######## alu_writeback_stage ########
`config.mk`:
```
export PLATFORM = sky130hd
export DESIGN_NAME = alu_writeback_stage
export DESIGN_NICKNAME = d
export VERILOG_FILES = /design/src/rtl/alu_pkg.sv /design/src/rtl/cond_check.sv /design/src/rtl/alu_writeback_stage.sv
export SDC_FILE = /design/constraint.sdc
export NUM_CORES = 1
export LEC_CHECK = 0
export CORE_ASPECT_RATIO = 1.5
export CORE_MARGIN = 5
export CORE_UTILIZATION = 45
export CTS_BUF_LIST = sky130_fd_sc_hd__clkbuf_16
export DETAILED_ROUTE_END_ITERATION = 7
export PLACE_DENSITY = 0.76
export RECOVER_POWER = 100
export SYNTH_ARGS = -nofsm -noshare
export SYNTH_HDL_FRONTEND = slang
export SYNTH_SLANG_ARGS = --single-unit
```
`constraint.sdc`:
```
create_clock -name clk -period 3 [get_ports clk]
set_input_delay 0.6 -clock clk [delete_from_list [all_inputs] [get_ports clk]]
set_output_delay 0.6 -clock clk [all_outputs]
set_load 0.005 [all_outputs]
```
`src/rtl/alu_pkg.sv`:
```
// Shared definitions for the ALU writeback path and branch unit.
// Condition codes follow the ARM cond field encoding.
package alu_pkg;

    localparam logic [3:0] COND_EQ = 4'd0;
    localparam logic [3:0] COND_NE = 4'd1;
    localparam logic [3:0] COND_CS = 4'd2;
    localparam logic [3:0] COND_CC = 4'd3;
    localparam logic [3:0] COND_MI = 4'd4;
    localparam logic [3:0] COND_PL = 4'd5;
    localparam logic [3:0] COND_VS = 4'd6;
    localparam logic [3:0] COND_VC = 4'd7;
    localparam logic [3:0] COND_HI = 4'd8;
    localparam logic [3:0] COND_LS = 4'd9;
    localparam logic [3:0] COND_GE = 4'd10;
    localparam logic [3:0] COND_LT = 4'd11;
    localparam logic [3:0] COND_GT = 4'd12;
    localparam logic [3:0] COND_LE = 4'd13;
    localparam logic [3:0] COND_AL = 4'd14;

    localparam int FLAG_N = 3;
    localparam int FLAG_Z = 2;
    localparam int FLAG_C = 1;
    localparam int FLAG_V = 0;

endpackage

```
`src/rtl/cond_check.sv`:
```
// Combinational ARM condition evaluation against an NZCV value.
// Shared between the ALU writeback stage and the branch unit.
module cond_check
    import alu_pkg::*;
(
    input  logic [3:0] cond,
    input  logic [3:0] nzcv,
    output logic       pass
);

    logic n, z, c, v;

    assign n = nzcv[FLAG_N];
    assign z = nzcv[FLAG_Z];
    assign c = nzcv[FLAG_C];
    assign v = nzcv[FLAG_V];

    always_comb begin
        pass = 1'b1;
        case (cond)
            COND_EQ: pass = z;
            COND_NE: pass = !z;
            COND_CS: pass = c;
            COND_CC: pass = !c;
            COND_MI: pass = n;
            COND_PL: pass = !n;
            COND_VS: pass = v;
            COND_VC: pass = !v;
            COND_HI: pass = c && !z;
            COND_LS: pass = !c || z;
            COND_GE: pass = (n == v);
            COND_LT: pass = (n != v);
            COND_GT: pass = !z && (n == v);
            COND_LE: pass = z || (n != v);
            default: pass = 1'b1;
        endcase
    end

endmodule

```
`src/rtl/alu_writeback_stage.sv`:
```
// Conditional writeback after the ALU: NZCV commit, squash counting
// and a 2-entry register-file write buffer.
module alu_writeback_stage
    import alu_pkg::*;
#(
    parameter int DATA_W = 32,
    parameter int RD_W   = 4,
    parameter int CNT_W  = 16
) (
    input  logic              clk,
    input  logic              reset,
    input  logic              in_valid,
    output logic              in_ready,
    input  logic [DATA_W-1:0] in_result,
    input  logic [3:0]        in_flag,
    input  logic [3:0]        in_cond,
    input  logic              in_setflags,
    input  logic              in_wen,
    input  logic [RD_W-1:0]   in_rd,
    output logic              out_valid,
    input  logic              out_ready,
    output logic [DATA_W-1:0] out_result,
    output logic [RD_W-1:0]   out_rd,
    output logic [3:0]        nzcv,
    output logic [CNT_W-1:0]  skip_count
);

    logic [DATA_W-1:0] buf_result [2];
    logic [RD_W-1:0]   buf_rd [2];
    logic              head;
    logic              tail;
    logic [1:0]        count;
    logic              pass;
    logic              accept;
    logic              push;
    logic              pop;

    cond_check u_cond (
        .cond (in_cond),
        .nzcv (nzcv),
        .pass (pass)
    );

    // in_ready looks only at occupancy, so out_ready never reaches it
    assign in_ready   = (count != 2'd2);
    assign out_valid  = (count != 2'd0);
    assign out_result = buf_result[head];
    assign out_rd     = buf_rd[head];

    assign accept = in_valid && in_ready;
    assign push   = accept && pass && in_wen;
    assign pop    = out_valid && out_ready;

    always_ff @(posedge clk or posedge reset) begin
        if (reset) begin
            buf_result[0] <= '0;
            buf_result[1] <= '0;
            buf_rd[0]     <= '0;
            buf_rd[1]     <= '0;
            head          <= 1'b0;
            tail          <= 1'b0;
            count         <= 2'd0;
        end else begin
            if (push) begin
                buf_result[tail] <= in_result;
                buf_rd[tail]     <= in_rd;
                tail             <= ~tail;
            end
            if (pop) begin
                head <= ~head;
            end
            case ({push, pop})
                2'b10:   count <= count + 2'd1;
                2'b01:   count <= count - 2'd1;
                default: count <= count;
            endcase
        end
    end

    always_ff @(posedge clk or posedge reset) begin
        if (reset) begin
            nzcv       <= 4'd0;
            skip_count <= '0;
        end else if (accept) begin
            if (pass && in_setflags) begin
                nzcv <= in_flag;
            end
            if (!pass && (skip_count != '1)) begin
                skip_count <= skip_count + 1'b1;
            end
        end
    end

endmodule

```
######## instr_sequencer ########
<file path="config.mk">
export PLATFORM = sky130hd
export DESIGN_NAME = instr_sequencer
export DESIGN_NICKNAME = d
export VERILOG_FILES = /design/src/rtl/instr_sequencer.sv
export SDC_FILE = /design/constraint.sdc
export NUM_CORES = 1
export LEC_CHECK = 0
export CAP_MARGIN = 20
export CORE_MARGIN = 2
export CORE_UTILIZATION = 50
export DETAILED_ROUTE_END_ITERATION = 10
export PLACE_DENSITY = 0.79
export SYNTH_ARGS = -nofsm -noshare
export SYNTH_HDL_FRONTEND = slang
export SYNTH_SLANG_ARGS = --single-unit
</file>
<file path="constraint.sdc">
create_clock -name clk -period 4.98 [get_ports clk]
set_clock_uncertainty 0.15 [all_clocks]
set_input_delay 0.996 -clock clk [delete_from_list [all_inputs] [get_ports clk]]
set_output_delay 0.996 -clock clk [all_outputs]
set_load 0.005 [all_outputs]
</file>
<file path="src/rtl/instr_sequencer.sv">
// Multi-cycle instruction sequencer: fetch, decode, execute, memory, writeback and halt parking.
// Defining ZIHINTPAUSE_EN enables the PAUSE hint stall of PAUSE_CYCLES cycles.
`timescale 1ns/1ps
module instr_sequencer #(
  parameter int unsigned PAUSE_CYCLES = 16
) (
  input  logic        clk,
  input  logic        rst_n,
  output logic        instr_req,
  input  logic        instr_ack,
  output logic        ir_we,
  input  logic        branch,
  input  logic        load_pc,
  input  logic        alu_sel,
  input  logic        reg_w,
  input  logic        data_r,
  input  logic        data_w,
  input  logic        pause,
  input  logic        branch_taken,
  output logic        alu_en,
  output logic        data_req,
  output logic        data_we,
  input  logic        data_ack,
  output logic        reg_we,
  output logic        pc_we,
  output logic        pc_sel,
  input  logic        halt_req,
  output logic        halted,
  output logic [31:0] retired,
  output logic [2:0]  state
);

  localparam int unsigned ST_W  = 3;
  localparam int unsigned RET_W = 32;

  typedef enum logic [ST_W-1:0] {
    ST_IDLE   = 3'd0,
    ST_FETCH  = 3'd1,
    ST_DECODE = 3'd2,
    ST_EXEC   = 3'd3,
    ST_MEM    = 3'd4,
    ST_WB     = 3'd5,
    ST_PAUSE  = 3'd6,
    ST_HALT   = 3'd7
  } state_e;

  state_e             state_q, state_d;
  logic               start_q;
  logic               branch_q, load_pc_q, reg_w_q, data_r_q, data_w_q, taken_q;
  logic [RET_W-1:0]   retired_q, retired_d;
  logic               instr_req_q, instr_req_d;
  logic               alu_en_q, alu_en_d;
  logic               data_req_q, data_req_d;
  logic               data_we_q, data_we_d;
  logic               reg_we_q, reg_we_d;
  logic               pc_we_q, pc_we_d;
  logic               pc_sel_q, pc_sel_d;
  logic               halted_q, halted_d;
  logic               taken_now;
  logic               wb_from_pause;

`ifdef ZIHINTPAUSE_EN
  localparam int unsigned CNT_W = 8;
  logic [CNT_W-1:0]   cnt_q, cnt_d;

  // Pause counter: loaded on a PAUSE decode, counts down to zero while stalled
  always_comb begin
    cnt_d = cnt_q;
    if (state_q == ST_DECODE && pause) begin
      cnt_d = CNT_W'(PAUSE_CYCLES - 1);
    end else if (state_q == ST_PAUSE && cnt_q != '0) begin
      cnt_d = cnt_q - CNT_W'(1);
    end
  end

  always_ff @(posedge clk or negedge rst_n) begin
    if (!rst_n) begin
      cnt_q <= '0;
    end else begin
      cnt_q <= cnt_d;
    end
  end
`else
  logic               unused_pause;
  logic [7:0]         unused_pause_len;
  assign unused_pause     = pause;
  assign unused_pause_len = 8'(PAUSE_CYCLES);
`endif

  // State, latched decoder flags, retire counter and registered outputs
  always_ff @(posedge clk or negedge rst_n) begin
    if (!rst_n) begin
      state_q     <= ST_IDLE;
      start_q     <= 1'b0;
      retired_q   <= '0;
      branch_q    <= 1'b0;
      load_pc_q   <= 1'b0;
      reg_w_q     <= 1'b0;
      data_r_q    <= 1'b0;
      data_w_q    <= 1'b0;
      taken_q     <= 1'b0;
      instr_req_q <= 1'b0;
      alu_en_q    <= 1'b0;
      data_req_q  <= 1'b0;
      data_we_q   <= 1'b0;
      reg_we_q    <= 1'b0;
      pc_we_q     <= 1'b0;
      pc_sel_q    <= 1'b0;
      halted_q    <= 1'b0;
    end else begin
      state_q     <= state_d;
      start_q     <= 1'b1;
      retired_q   <= retired_d;
      if (state_q == ST_DECODE) begin
        branch_q  <= branch;
        load_pc_q <= load_pc;
        reg_w_q   <= reg_w;
        data_r_q  <= data_r;
        data_w_q  <= data_w;
      end
      if (state_q == ST_EXEC) begin
        taken_q   <= branch_taken;
      end
      instr_req_q <= instr_req_d;
      alu_en_q    <= alu_en_d;
      data_req_q  <= data_req_d;
      data_we_q   <= data_we_d;
      reg_we_q    <= reg_we_d;
      pc_we_q     <= pc_we_d;
      pc_sel_q    <= pc_sel_d;
      halted_q    <= halted_d;
    end
  end

  // Next-state logic; IDLE waits one extra edge so FETCH starts on the second edge after reset
  always_comb begin
    state_d = state_q;
    case (state_q)
      ST_IDLE:   if (start_q) state_d = ST_FETCH;
      ST_FETCH:  if (instr_ack) state_d = ST_DECODE;
`ifdef ZIHINTPAUSE_EN
      ST_DECODE: state_d = pause ? ST_PAUSE : ST_EXEC;
      ST_PAUSE:  if (cnt_q == '0) state_d = ST_WB;
`else
      ST_DECODE: state_d = ST_EXEC;
      ST_PAUSE:  state_d = ST_FETCH;
`endif
      ST_EXEC:   state_d = (data_r_q || data_w_q) ? ST_MEM : ST_WB;
      ST_MEM:    if (data_ack) state_d = ST_WB;
      ST_WB:     state_d = halt_req ? ST_HALT : ST_FETCH;
      ST_HALT:   if (!halt_req) state_d = ST_FETCH;
      default:   state_d = ST_IDLE;
    endcase
  end

  assign taken_now     = (state_q == ST_EXEC) ? branch_taken : taken_q;
  assign wb_from_pause = (state_q == ST_PAUSE);
  assign retired_d     = (state_q == ST_WB) ? retired_q + RET_W'(1) : retired_q;

  // Output decode from the state being entered, so each strobe is a flop aligned with its state
  always_comb begin
    instr_req_d = 1'b0;
    alu_en_d    = 1'b0;
    data_req_d  = 1'b0;
    data_we_d   = 1'b0;
    reg_we_d    = 1'b0;
    pc_we_d     = 1'b0;
    pc_sel_d    = 1'b0;
    halted_d    = 1'b0;
    case (state_d)
      ST_FETCH: instr_req_d = 1'b1;
      ST_EXEC:  alu_en_d    = alu_sel;
      ST_MEM: begin
        data_req_d = 1'b1;
        data_we_d  = data_w_q;
      end
      ST_WB: begin
        pc_we_d = 1'b1;
        if (!wb_from_pause) begin
          reg_we_d = reg_w_q;
          pc_sel_d = load_pc_q | (branch_q & taken_now);
        end
      end
      ST_HALT:  halted_d = 1'b1;
      default:  ;
    endcase
  end

  // IR load must coincide with the fetch data beat, so it is the one strobe qualified by the ack
  assign ir_we     = (state_q == ST_FETCH) && instr_ack;

  assign instr_req = instr_req_q;
  assign alu_en    = alu_en_q;
  assign data_req  = data_req_q;
  assign data_we   = data_we_q;
  assign reg_we    = reg_we_q;
  assign pc_we     = pc_we_q;
  assign pc_sel    = pc_sel_q;
  assign halted    = halted_q;
  assign retired   = retired_q;
  assign state     = state_q;

endmodule

</file>
######## controller_poller ########
## src/rtl/controller_poller.sv

```systemverilog
`default_nettype none
// ============================================================================
// controller_poller: reads N NES-style shift-register pads over a shared
// latch/serial-clock pair at a programmable rate, with sticky press flags.
// Rev 1.0
// ============================================================================
module controller_poller #(
  parameter int NUM_CONTROLLERS = 2,
  parameter int BUTTONS         = 8,
  parameter int CLK_DIV         = 1
) (
  input  logic                                 clk_1,
  input  logic                                 rst_B,
  input  logic                                 poll_start,
  output logic                                 busy,
  output logic                                 controller_latch,
  output logic                                 controller_clk_out,
  input  logic [NUM_CONTROLLERS-1:0]           controller_data_in_B,
  output logic [NUM_CONTROLLERS*BUTTONS-1:0]   buttons_out,
  output logic [NUM_CONTROLLERS*BUTTONS-1:0]   pressed_out,
  input  logic [NUM_CONTROLLERS*BUTTONS-1:0]   pressed_clear,
  output logic                                 buttons_valid
);

  localparam int NB = NUM_CONTROLLERS * BUTTONS;
  localparam int CW = $clog2(2 * CLK_DIV + 1);
  localparam int KW = $clog2(BUTTONS);
  localparam logic [CW-1:0] LATCH_LAST = CW'(2 * CLK_DIV - 1);
  localparam logic [CW-1:0] HALF_LAST  = CW'(CLK_DIV - 1);
  localparam logic [KW-1:0] K_LAST     = KW'(BUTTONS - 1);

  typedef enum logic [2:0] {
    IDLE     = 3'd0,
    LATCH    = 3'd1,
    SHIFT_LO = 3'd2,
    SHIFT_HI = 3'd3,
    DONE     = 3'd4
  } state_t;

  state_t        state, state_nxt;
  logic [CW-1:0] cnt, cnt_nxt;
  logic [KW-1:0] bit_idx, bit_idx_nxt;
  logic          sample;
  logic          commit;
  logic [NB-1:0] shift_q;
  logic [NB-1:0] new_buttons;
  logic [NB-1:0] edges;
  logic [NB-1:0] edges_q;

  // Shifting left each sample puts the first bit read (bit B-1-0) in the MSB.
  for (genvar i = 0; i < NUM_CONTROLLERS; i++) begin : g_pad
    assign new_buttons[i*BUTTONS +: BUTTONS] =
      {shift_q[i*BUTTONS +: BUTTONS-1], ~controller_data_in_B[i]};
  end

  assign edges = new_buttons & ~buttons_out;

  always_comb begin
    state_nxt   = state;
    cnt_nxt     = cnt;
    bit_idx_nxt = bit_idx;
    sample      = 1'b0;
    commit      = 1'b0;
    case (state)
      IDLE: begin
        if (poll_start) begin
          state_nxt = LATCH;
          cnt_nxt   = '0;
        end
      end
      LATCH: begin
        if (cnt == LATCH_LAST) begin
          state_nxt   = SHIFT_LO;
          cnt_nxt     = '0;
          bit_idx_nxt = '0;
        end else begin
          cnt_nxt = cnt + 1'b1;
        end
      end
      SHIFT_LO: begin
        if (cnt == HALF_LAST) begin
          sample  = 1'b1;
          cnt_nxt = '0;
          if (bit_idx == K_LAST) begin
            commit    = 1'b1;
            state_nxt = DONE;
          end else begin
            state_nxt = SHIFT_HI;
          end
        end else begin
          cnt_nxt = cnt + 1'b1;
        end
      end
      SHIFT_HI: begin
        if (cnt == HALF_LAST) begin
          state_nxt   = SHIFT_LO;
          cnt_nxt     = '0;
          bit_idx_nxt = bit_idx + 1'b1;
        end else begin
          cnt_nxt = cnt + 1'b1;
        end
      end
      DONE:    state_nxt = IDLE;
      default: state_nxt = IDLE;
    endcase
  end

  // Strobes are registered from the next state so they are glitch-free.
  always_ff @(posedge clk_1 or negedge rst_B) begin
    if (!rst_B) begin
      state              <= IDLE;
      cnt                <= '0;
      bit_idx            <= '0;
      busy               <= 1'b0;
      controller_latch   <= 1'b0;
      controller_clk_out <= 1'b0;
      buttons_valid      <= 1'b0;
    end else begin
      state              <= state_nxt;
      cnt                <= cnt_nxt;
      bit_idx            <= bit_idx_nxt;
      busy               <= (state_nxt != IDLE);
      controller_latch   <= (state_nxt == LATCH);
      controller_clk_out <= (state_nxt == SHIFT_HI);
      buttons_valid      <= commit;
    end
  end

  // Results commit as DONE is entered so buttons_valid and buttons_out line up;
  // the edges are held through DONE so a clear in that cycle cannot beat a set.
  always_ff @(posedge clk_1 or negedge rst_B) begin
    if (!rst_B) begin
      shift_q     <= '0;
      buttons_out <= '0;
      pressed_out <= '0;
      edges_q     <= '0;
    end else begin
      if (sample) begin
        shift_q <= new_buttons;
      end
      if (commit) begin
        buttons_out <= new_buttons;
        pressed_out <= (pressed_out & ~pressed_clear) | edges;
        edges_q     <= edges;
      end else if (state == DONE) begin
        pressed_out <= (pressed_out & ~pressed_clear) | edges_q;
        edges_q     <= '0;
      end else begin
        pressed_out <= pressed_out & ~pressed_clear;
      end
    end
  end

endmodule
`default_nettype wire

```

## config.mk

```make
export PLATFORM = sky130hd
export DESIGN_NAME = controller_poller
export DESIGN_NICKNAME = d
export VERILOG_FILES = /design/src/rtl/controller_poller.sv
export SDC_FILE = /design/constraint.sdc
export NUM_CORES = 1
export LEC_CHECK = 0
export CORE_ASPECT_RATIO = 1.75
export CORE_UTILIZATION = 47
export CTS_BUF_LIST = sky130_fd_sc_hd__clkbuf_16
export DETAILED_ROUTE_END_ITERATION = 12
export PLACE_DENSITY_LB_ADDON = 0.2
export SKIP_LAST_GASP = 1
export SYNTH_ARGS = -nofsm -noshare
export SYNTH_HDL_FRONTEND = slang
export SYNTH_SLANG_ARGS = --single-unit
```

## constraint.sdc

```tcl
create_clock -name clk_1 -period 1.7 [get_ports clk_1]
set_input_delay 0.34 -clock clk_1 [delete_from_list [all_inputs] [get_ports clk_1]]
set_output_delay 0.34 -clock clk_1 [all_outputs]
set_load 0.02 [all_outputs]
```

######## fpu_addsub_arbiter ########
### config.mk
export PLATFORM = sky130hd
export DESIGN_NAME = fpu_addsub_arbiter
export DESIGN_NICKNAME = d
export VERILOG_FILES = /design/src/rtl/fpu_addsub_arbiter.sv
export SDC_FILE = /design/constraint.sdc
export NUM_CORES = 1
export LEC_CHECK = 0
export CORE_MARGIN = 1.5
export CORE_UTILIZATION = 35
export CTS_CLUSTER_DIAMETER = 150
export DETAILED_ROUTE_END_ITERATION = 12
export PLACE_DENSITY = 0.82
export RECOVER_POWER = 100
export SLEW_MARGIN = 20
export SYNTH_ARGS = -nofsm -noshare
export SYNTH_HDL_FRONTEND = slang
export SYNTH_SLANG_ARGS = --single-unit
### constraint.sdc
create_clock -name clk_i -period 1.76 [get_ports clk_i]
set_input_delay 0.176 -clock clk_i [delete_from_list [all_inputs] [get_ports clk_i]]
set_output_delay 0.176 -clock clk_i [all_outputs]
set_load 0.005 [all_outputs]
### src/rtl/fpu_addsub_arbiter.sv
// fpu_addsub_arbiter
//
// Round-robin arbiter and sequencer sharing one FP16 add/sub unit between NREQ requesters.
// A selected requester's operands are latched and held on unit_x_o/unit_y_o/unit_add_sub_o
// for the whole operation. unit_start_o is pulsed once, and the unit's completion, flags or an
// optional watchdog timeout are returned as a one-cycle response tagged with the requester id.
//
// Optional feature macro: FPU_ARB_TIMEOUT_EN enables a RUN-state watchdog of TIMEOUT cycles.
// When the macro is undefined, RUN waits indefinitely for done or nonzero flags.
//
// Ports:
//   clk_i            clock, rising edge
//   reset_i          synchronous active-high reset
//   req_i            level request per requester
//   req_x_i/req_y_i  flattened FP16 operands, slice i = [16i+15:16i]
//   req_add_sub_i    per-requester operation (0 add, 1 subtract)
//   grant_o          one-hot grant pulse in the cycle the operands are handed to the unit
//   resp_valid_o     one-cycle response strobe
//   resp_id_o        served requester index
//   resp_result_o    FP16 result (0x0000 on overflow/underflow/timeout)
//   resp_ofuf_o      00 ok, 10 overflow, 01 underflow, 11 timeout
//   unit_x_o/unit_y_o/unit_add_sub_o  registered operands to the unit
//   unit_start_o     one-cycle load/start pulse to the unit
//   unit_done_i/unit_result_i/unit_ofuf_i  unit completion, result and flags
module fpu_addsub_arbiter #(
  parameter int unsigned NREQ    = 4,
  parameter int unsigned TIMEOUT = 64
) (
  input  logic                 clk_i,
  input  logic                 reset_i,
  input  logic [NREQ-1:0]      req_i,
  input  logic [16*NREQ-1:0]   req_x_i,
  input  logic [16*NREQ-1:0]   req_y_i,
  input  logic [NREQ-1:0]      req_add_sub_i,
  output logic [NREQ-1:0]      grant_o,
  output logic                 resp_valid_o,
  output logic [2:0]           resp_id_o,
  output logic [15:0]          resp_result_o,
  output logic [1:0]           resp_ofuf_o,
  output logic [15:0]          unit_x_o,
  output logic [15:0]          unit_y_o,
  output logic                 unit_add_sub_o,
  output logic                 unit_start_o,
  input  logic                 unit_done_i,
  input  logic [15:0]          unit_result_i,
  input  logic [1:0]           unit_ofuf_i
);

  if (NREQ < 2 || NREQ > 8 || TIMEOUT < 2) begin : g_bad_param
    $error("fpu_addsub_arbiter: NREQ must be 2..8 and TIMEOUT at least 2");
  end

  typedef enum logic [1:0] {StIdle, StLoad, StRun, StResp} state_e;

  state_e      state_q, state_d;
  logic [2:0]  ptr_q, ptr_d;
  logic [2:0]  id_q, id_d;
  logic [15:0] ux_q, ux_d;
  logic [15:0] uy_q, uy_d;
  logic        uas_q, uas_d;
  logic [15:0] result_q, result_d;
  logic [1:0]  ofuf_q, ofuf_d;

`ifdef FPU_ARB_TIMEOUT_EN
  localparam int unsigned CntW = $clog2(TIMEOUT);
  localparam logic [CntW-1:0] CntLast = CntW'(TIMEOUT - 1);
  logic [CntW-1:0] cnt_q, cnt_d;
`endif

  // Requester index reached by stepping 'off' places past 'base', modulo NREQ.
  function automatic int unsigned wrap_idx(input logic [2:0] base, input int unsigned off);
    int unsigned t;
    t = 32'(base) + off;
    if (t >= NREQ) t = t - NREQ;
    return t;
  endfunction

  // First pending requester at or after ptr_q.
  logic       sel_found;
  logic [2:0] sel_id;

  always_comb begin
    sel_found = 1'b0;
    sel_id    = '0;
    for (int unsigned off = 0; off < NREQ; off++) begin
      for (int unsigned j = 0; j < NREQ; j++) begin
        if (!sel_found && req_i[j] && (j == wrap_idx(ptr_q, off))) begin
          sel_found = 1'b1;
          sel_id    = 3'(j);
        end
      end
    end
  end

  always_comb begin
    state_d  = state_q;
    ptr_d    = ptr_q;
    id_d     = id_q;
    ux_d     = ux_q;
    uy_d     = uy_q;
    uas_d    = uas_q;
    result_d = result_q;
    ofuf_d   = ofuf_q;
`ifdef FPU_ARB_TIMEOUT_EN
    cnt_d    = cnt_q;
`endif
    unique case (state_q)
      StIdle: begin
        if (sel_found) begin
          id_d = sel_id;
          for (int unsigned j = 0; j < NREQ; j++) begin
            if (sel_id == 3'(j)) begin
              ux_d  = req_x_i[16*j +: 16];
              uy_d  = req_y_i[16*j +: 16];
              uas_d = req_add_sub_i[j];
            end
          end
          state_d = StLoad;
        end
      end
      StLoad: begin
`ifdef FPU_ARB_TIMEOUT_EN
        cnt_d = '0;
`endif
        state_d = StRun;
      end
      StRun: begin
        // Flags win over done: on overflow the unit's result bus is not trustworthy.
        if (unit_ofuf_i != 2'b00) begin
          ofuf_d   = unit_ofuf_i;
          result_d = 16'h0000;
          state_d  = StResp;
        end else if (unit_done_i) begin
          ofuf_d   = 2'b00;
          result_d = unit_result_i;
          state_d  = StResp;
        end else begin
`ifdef FPU_ARB_TIMEOUT_EN
          if (cnt_q == CntLast) begin
            ofuf_d   = 2'b11;
            result_d = 16'h0000;
            state_d  = StResp;
          end else begin
            cnt_d = cnt_q + 1'b1;
          end
`endif
        end
      end
      StResp: begin
        ptr_d   = (id_q == 3'(NREQ - 1)) ? 3'd0 : id_q + 3'd1;
        state_d = StIdle;
      end
      default: state_d = StIdle;
    endcase
  end

  always_ff @(posedge clk_i) begin
    if (reset_i) begin
      state_q  <= StIdle;
      ptr_q    <= '0;
      id_q     <= '0;
      ux_q     <= '0;
      uy_q     <= '0;
      uas_q    <= 1'b0;
      result_q <= '0;
      ofuf_q   <= '0;
`ifdef FPU_ARB_TIMEOUT_EN
      cnt_q    <= '0;
`endif
    end else begin
      state_q  <= state_d;
      ptr_q    <= ptr_d;
      id_q     <= id_d;
      ux_q     <= ux_d;
      uy_q     <= uy_d;
      uas_q    <= uas_d;
      result_q <= result_d;
      ofuf_q   <= ofuf_d;
`ifdef FPU_ARB_TIMEOUT_EN
      cnt_q    <= cnt_d;
`endif
    end
  end

  always_comb begin
    for (int unsigned j = 0; j < NREQ; j++) begin
      grant_o[j] = (state_q == StLoad) && (id_q == 3'(j));
    end
    unit_start_o   = (state_q == StLoad);
    resp_valid_o   = (state_q == StResp);
    resp_id_o      = id_q;
    resp_result_o  = result_q;
    resp_ofuf_o    = ofuf_q;
    unit_x_o       = ux_q;
    unit_y_o       = uy_q;
    unit_add_sub_o = uas_q;
  end

endmodule

Figure 1. I/O nets highlighted (instr_sequencer).
Scale bar: 20 um.
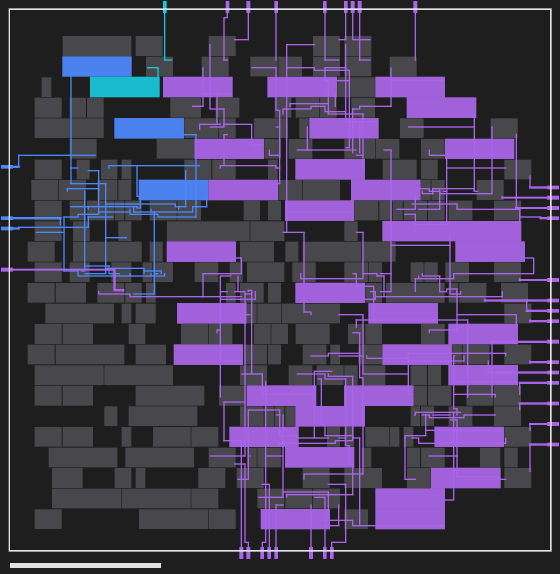
color	port	bits	direction	edge	end cells	buffers	wire
purple	retired	32	output	15 right, 8 top, 8 bottom, 1 left	32	32	1250 um
blue	state	3	output	left	3	3	245 um
cyan	instr_req	1	output	top	1	1	10.3 um
Ports: 57
IO Port Bufs: 55

==> flow_metrics.env, instr_sequencer <==
# flow metrics
export IMPL_clkSinkCount=50
export IMPL_grt_pass1_vias=1583
export IMPL_ys_sh_xor_pct=11.96
export IMPL_fin_area_um2=2953
export IMPL_clk_latency_ns=0.30
export IMPL_grt_util_all_layers_pct=18.72
export IMPL_cts_root_buf="clkbuf_8"
export IMPL_n_all_buffers=56
export IMPL_crit_path_frequent_cell="clkdlybuf4s50_1"
export IMPL_cp_max_fo=2
export IMPL_yosys_warnings=0
export IMPL_top_area_cell="dfrtp_1"
export IMPL_grtUsageMet2_pct=31.17
export IMPL_slowest_stage="clkdlybuf4s50_1"
export IMPL_wl_met1_mm=1.914
export IMPL_fin_nets=259
export IMPL_cts_tree="done"
export IMPL_stdcell_count=297
export IMPL_drt_iter0_markers=108
export IMPL_max_cap_violations=0
export IMPL_worstMarginPinSlew_ns=0.7202
export IMPL_cts_max_level=2
export IMPL_synth_avg_cell_area_um2=12.14
export IMPL_seq_share_pct=42.37
export IMPL_reg2reg_from="state[0]"
export IMPL_global_route_usage_met1_pct=23.56
export IMPL_comb_area_um2=944.7
export IMPL_die_w_um=71.40
export IMPL_status="completed"
export IMPL_logic_gate_count=125
==> instr_sequencer: power by group <==
part           switching [uW]  internal (uW)
Sequential               83.2            486
Combinational             121            191
Clock                     126            161
==> instr_sequencer: through the flow <==
stage               hold slack (ns)  util [%]
global route                 0.3448     67.82
floorplan                    0.3087         -
global placement             0.3153     65.23
CTS                          0.3254     67.82
detailed placement           0.3131     65.23
finish                       0.3279     67.82
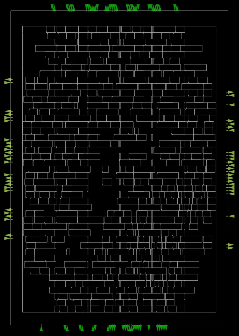
Figure 2: alu_writeback_stage, placed standard cells.
core area: 10130 um2
fin cells: 573
num sequential: 96
Core Util, Final: 60.95%

==> flow_metrics.env, alu_writeback_stage <==
# flow metrics
export IMPL_port_buffers=107
export IMPL_power_density_nw_per_um2=950.1
export IMPL_route_met2_wl_mm=5.377
export IMPL_grt_util_all_layers_pct=16.85
export IMPL_die_area_um2=12500
export IMPL_p_sw_share_pct=29.09
export IMPL_firstDrtPassIters=4
export IMPL_yosys_warnings=0
export IMPL_ys_sh_xor_pct=4.334
export IMPL_clk_path_buf_depth=2
export IMPL_reg2reg_depth=6
export IMPL_cts_resized=0
export IMPL_holdBufCountCts=0
export IMPL_fp_dieH_um=134.5
export IMPL_final_common_cell="dfrtp_1"
export IMPL_cp_depth=8
export IMPL_slowest_stage="clkdlybuf4s50_1"
export IMPL_fp_nets=380
export IMPL_top_cell="dfrtp_1"
export IMPL_status="completed"
export IMPL_path_cells="clkdlybuf4s50_1 -> or2b_2 -> nor3b_1 -> o311a_4 -> or3_1 -> o211ai_2 -> buf_6 -> mux2_2"
export IMPL_worstMarginPinSlew_ns=1.436
export IMPL_antenna_diode_count=0
export IMPL_hp_class="reg -> reg"
export IMPL_synth_adder_area_share_pct=0.5384
export IMPL_clk_power_uw=1120
## alu_writeback_stage: cell type report
class,count,area [um2]
clock buffers,9,225.2
clock inverters,7,61.31
fillers,845,3958
inverters,3,12.51
multi-input cells,213,2074
flip-flops and latches,96,2404
well taps,117,146.4
repair buffers,128,1254
## alu_writeback_stage: final timing paths
check,endpoint,from,slack (ns)
max,buf_result[31],in_cond[2],0.12
min in group asynchronous,nzcv[1],reset,1.04
min reg2reg,buf_rd[4],buf_rd[4],0.48
min,buf_rd[4],buf_rd[4],0.48
max reg2reg,buf_result[31],nzcv[0],0.59
max in group asynchronous,buf_result[38],reset,0.55
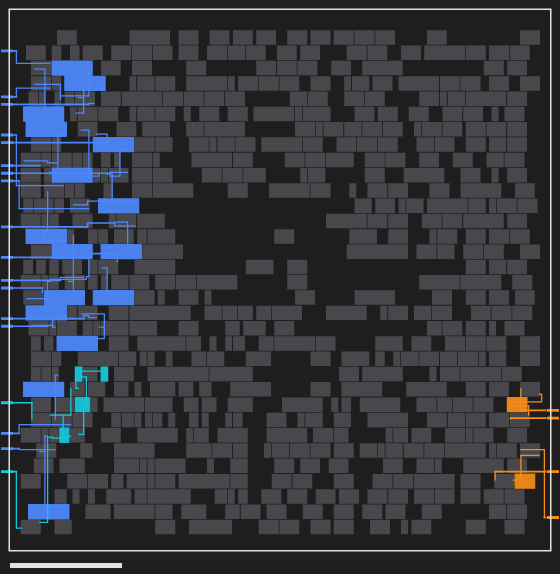
Figure 3: fpu_addsub_arbiter, I/O nets highlighted.
Scale bar: 20 um.
color	port	bits	direction	edge	end cells	buffers	wire
cyan	unit_ofuf_i	2	input	left	4	4	73.2 um
orange	req_add_sub_i	4	input	right	2	4	62.3 um
blue	resp_result_o	16	output	left	16	16	425 um
Ports: 217
IO Port Bufs: 215

==> flow_metrics.env, fpu_addsub_arbiter <==
# flow metrics
export IMPL_fp_dieH_um=96.01
export IMPL_reg2reg_from="ptr_q[1]"
export IMPL_slew_violations=0
export IMPL_status="completed"
export IMPL_num_rows=33
export IMPL_dp_hpwl_mm=8.592
export IMPL_cts_resized=13
export IMPL_firstDrtPassIters=4
export IMPL_logic_gate_count=234
export IMPL_final_core_utilization_pct=68.61
export IMPL_top_cell="mux2i_1"
export IMPL_fin_ws_ns=0.08310
export IMPL_drive_gt1_share_pct=10.09
export IMPL_slowest_stage="clkdlybuf4s50_1"
export IMPL_reg2reg_depth=6
export IMPL_postSynthSeqShare_pct=37.69
export IMPL_largestClassByArea="non-clock buffers"
export IMPL_finalClockSkew_ns=0.009643
export IMPL_synth_top_area_share_pct=37.69
export IMPL_drt_total_wl_mm=11.32
export IMPL_internal_power_uw=3856
export IMPL_cts_tree="done"
export IMPL_holdPathEnd="resp_result_o[5]"
export IMPL_rrSetupSlack_ns=0.10
export IMPL_cts_setup_buffers=0
export IMPL_synthFlopType="dfxtp_1"
export IMPL_grt_first_pass_wirelength_mm=16.96
export IMPL_endpoint_kind="output port"
export IMPL_grt_util_all_layers_pct=24.19
export IMPL_max_cap_violations=0
fpu_addsub_arbiter: routing by layer:
layer	up-vias	wire length [um]	share of wire, %
li1	1626	-	-
met1	1590	4113	36
met2	154	5596	49
met3	23	1311	12
met4	0	298	2.6
met5	-	0	0
fpu_addsub_arbiter: kinds of logic (layout without fill, tap and decap cells):
family,after synthesis,after routing,share of synthesized area (%)
mux,71,71,23.47
other cells,1,1,0.1238
flops,57,57,37.69
compound gates,60,60,15.33
simple gates,93,93,13.39
buf+inv,34,264,6.281
fa+ha+maj,9,9,3.719
Figure 4. Metal layers overlaid (controller_poller).
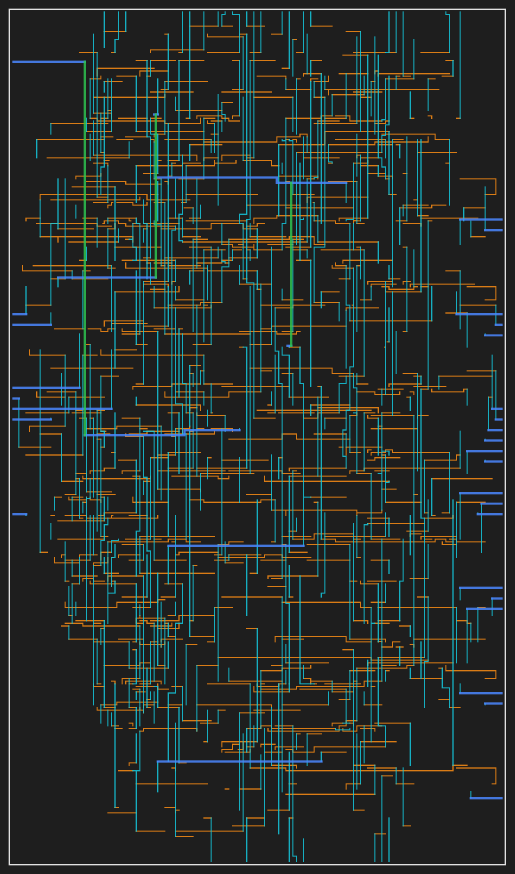
color	layer	wire length
blue	met3	204 um
cyan	met2	3400 um
green	met4	90.4 um
orange	met1	2600 um
DRT Wirelength: 6.292 mm
GRT Overall Usage: 20.17%

==> flow_metrics.env, controller_poller <==
# flow metrics
export IMPL_grt_max_degree=32
export IMPL_fin_nets=353
export IMPL_synth_top_area_share_pct=58.68
export IMPL_place_gp_congestion=0.7171
export IMPL_synth_avg_cell_area_um2=12.33
export IMPL_synthFlopType="dfrtp_1"
export IMPL_fin_ws_ns=0.04425
export IMPL_fin_area_um2=4209
export IMPL_status="completed"
export IMPL_core_area_um2=6490
export IMPL_finalClockSkew_ns=0.005563
export IMPL_drc=0
export IMPL_port_buffers=56
export IMPL_yosys_cell_types_count=36
export IMPL_top_regs="buttons_out: 16 flops, edges_q: 16 flops, pressed_out: 16 flops"
export IMPL_dp_cells=397
export IMPL_start_kind="flop"
export IMPL_hold_viol=0
export IMPL_use_met3_pct=6.173
export IMPL_cts_max_level=3
export IMPL_grtUsageMet2_pct=33.51
export IMPL_cts_resized=1
export IMPL_die_w_um=63.94
export IMPL_power_frac_seq_pct=40.5
export IMPL_fp_dieH_um=110.4
export IMPL_clk_pin_slew_ns=0.05
export IMPL_top_layer_used="met4"
[controller_poller: worst min-delay path: stages (launching register included)]
cell and delay (ns):
dfrtp_1 0.34, a21oi_1 0.05, o21ai_0 0.06
[controller_poller: cell type report]
class	instances	area [um2]	area share, %
clock buffers	9	225.2	5.351
clock inverters	7	61.31	1.457
inverters	10	37.54	0.8918
multi-input cells	159	1205	28.63
flip-flops and latches	74	1852	44.00
well taps	82	102.6	2.438
repair buffers	73	725.7	17.24


==> gallery <==
Metal layers overlaid.
Plate I
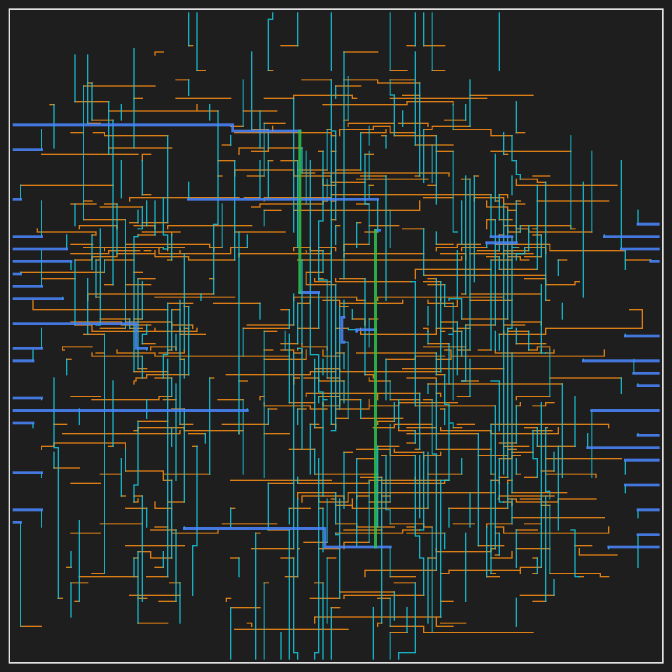
Plate II
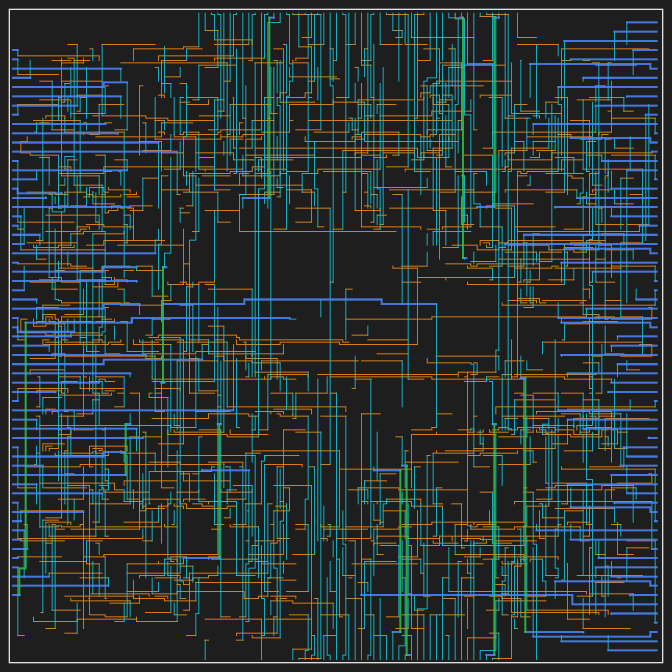
Plate III
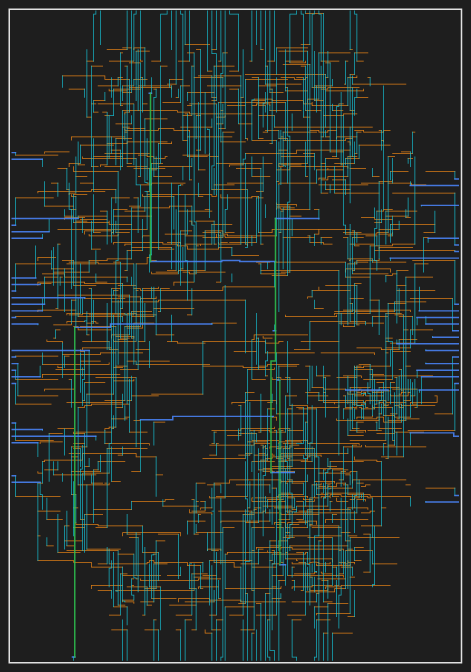
Plate I: instr_sequencer
Plate III: alu_writeback_stage
Plate II: fpu_addsub_arbiter
- least wire: Plate I

Key to Plate I:
color	layer	wire length
blue	met3	242 um
cyan	met2	2080 um
green	met4	52.4 um
orange	met1	1910 um


## Gallery

Cells by drive strength.
image #1
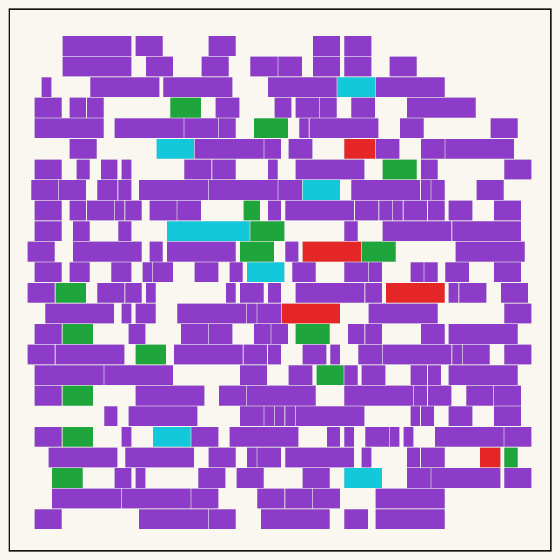
image #2
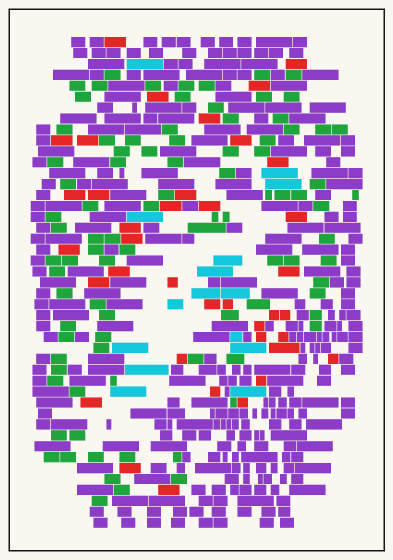
image #3
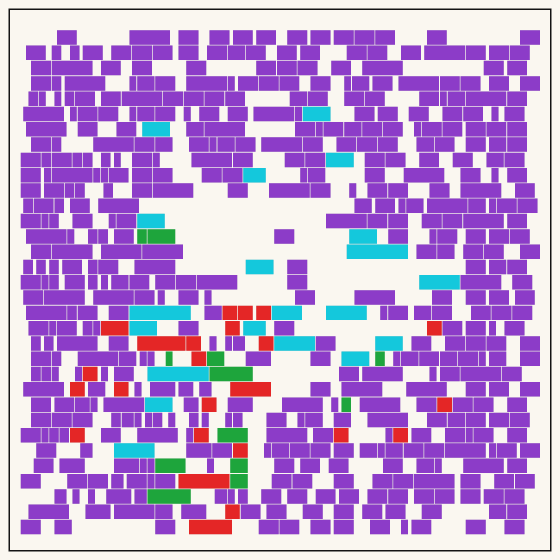
image #4
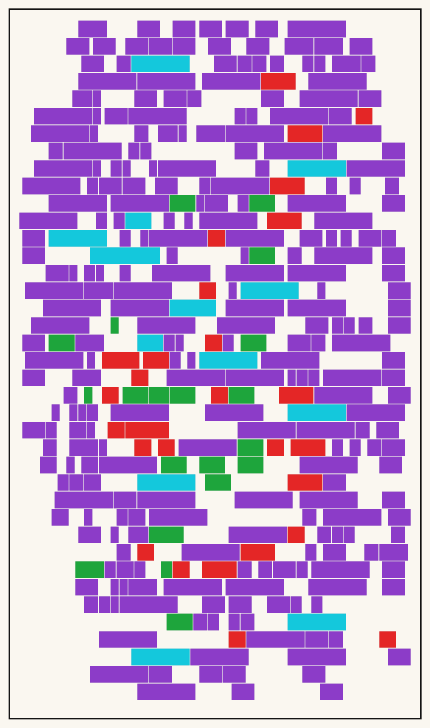
Image #2 is alu_writeback_stage.
Image #1 is instr_sequencer.
Image #4 is controller_poller.
Image #3 is fpu_addsub_arbiter.

Power figures rest on the tool's default switching activity, not on a simulated workload.
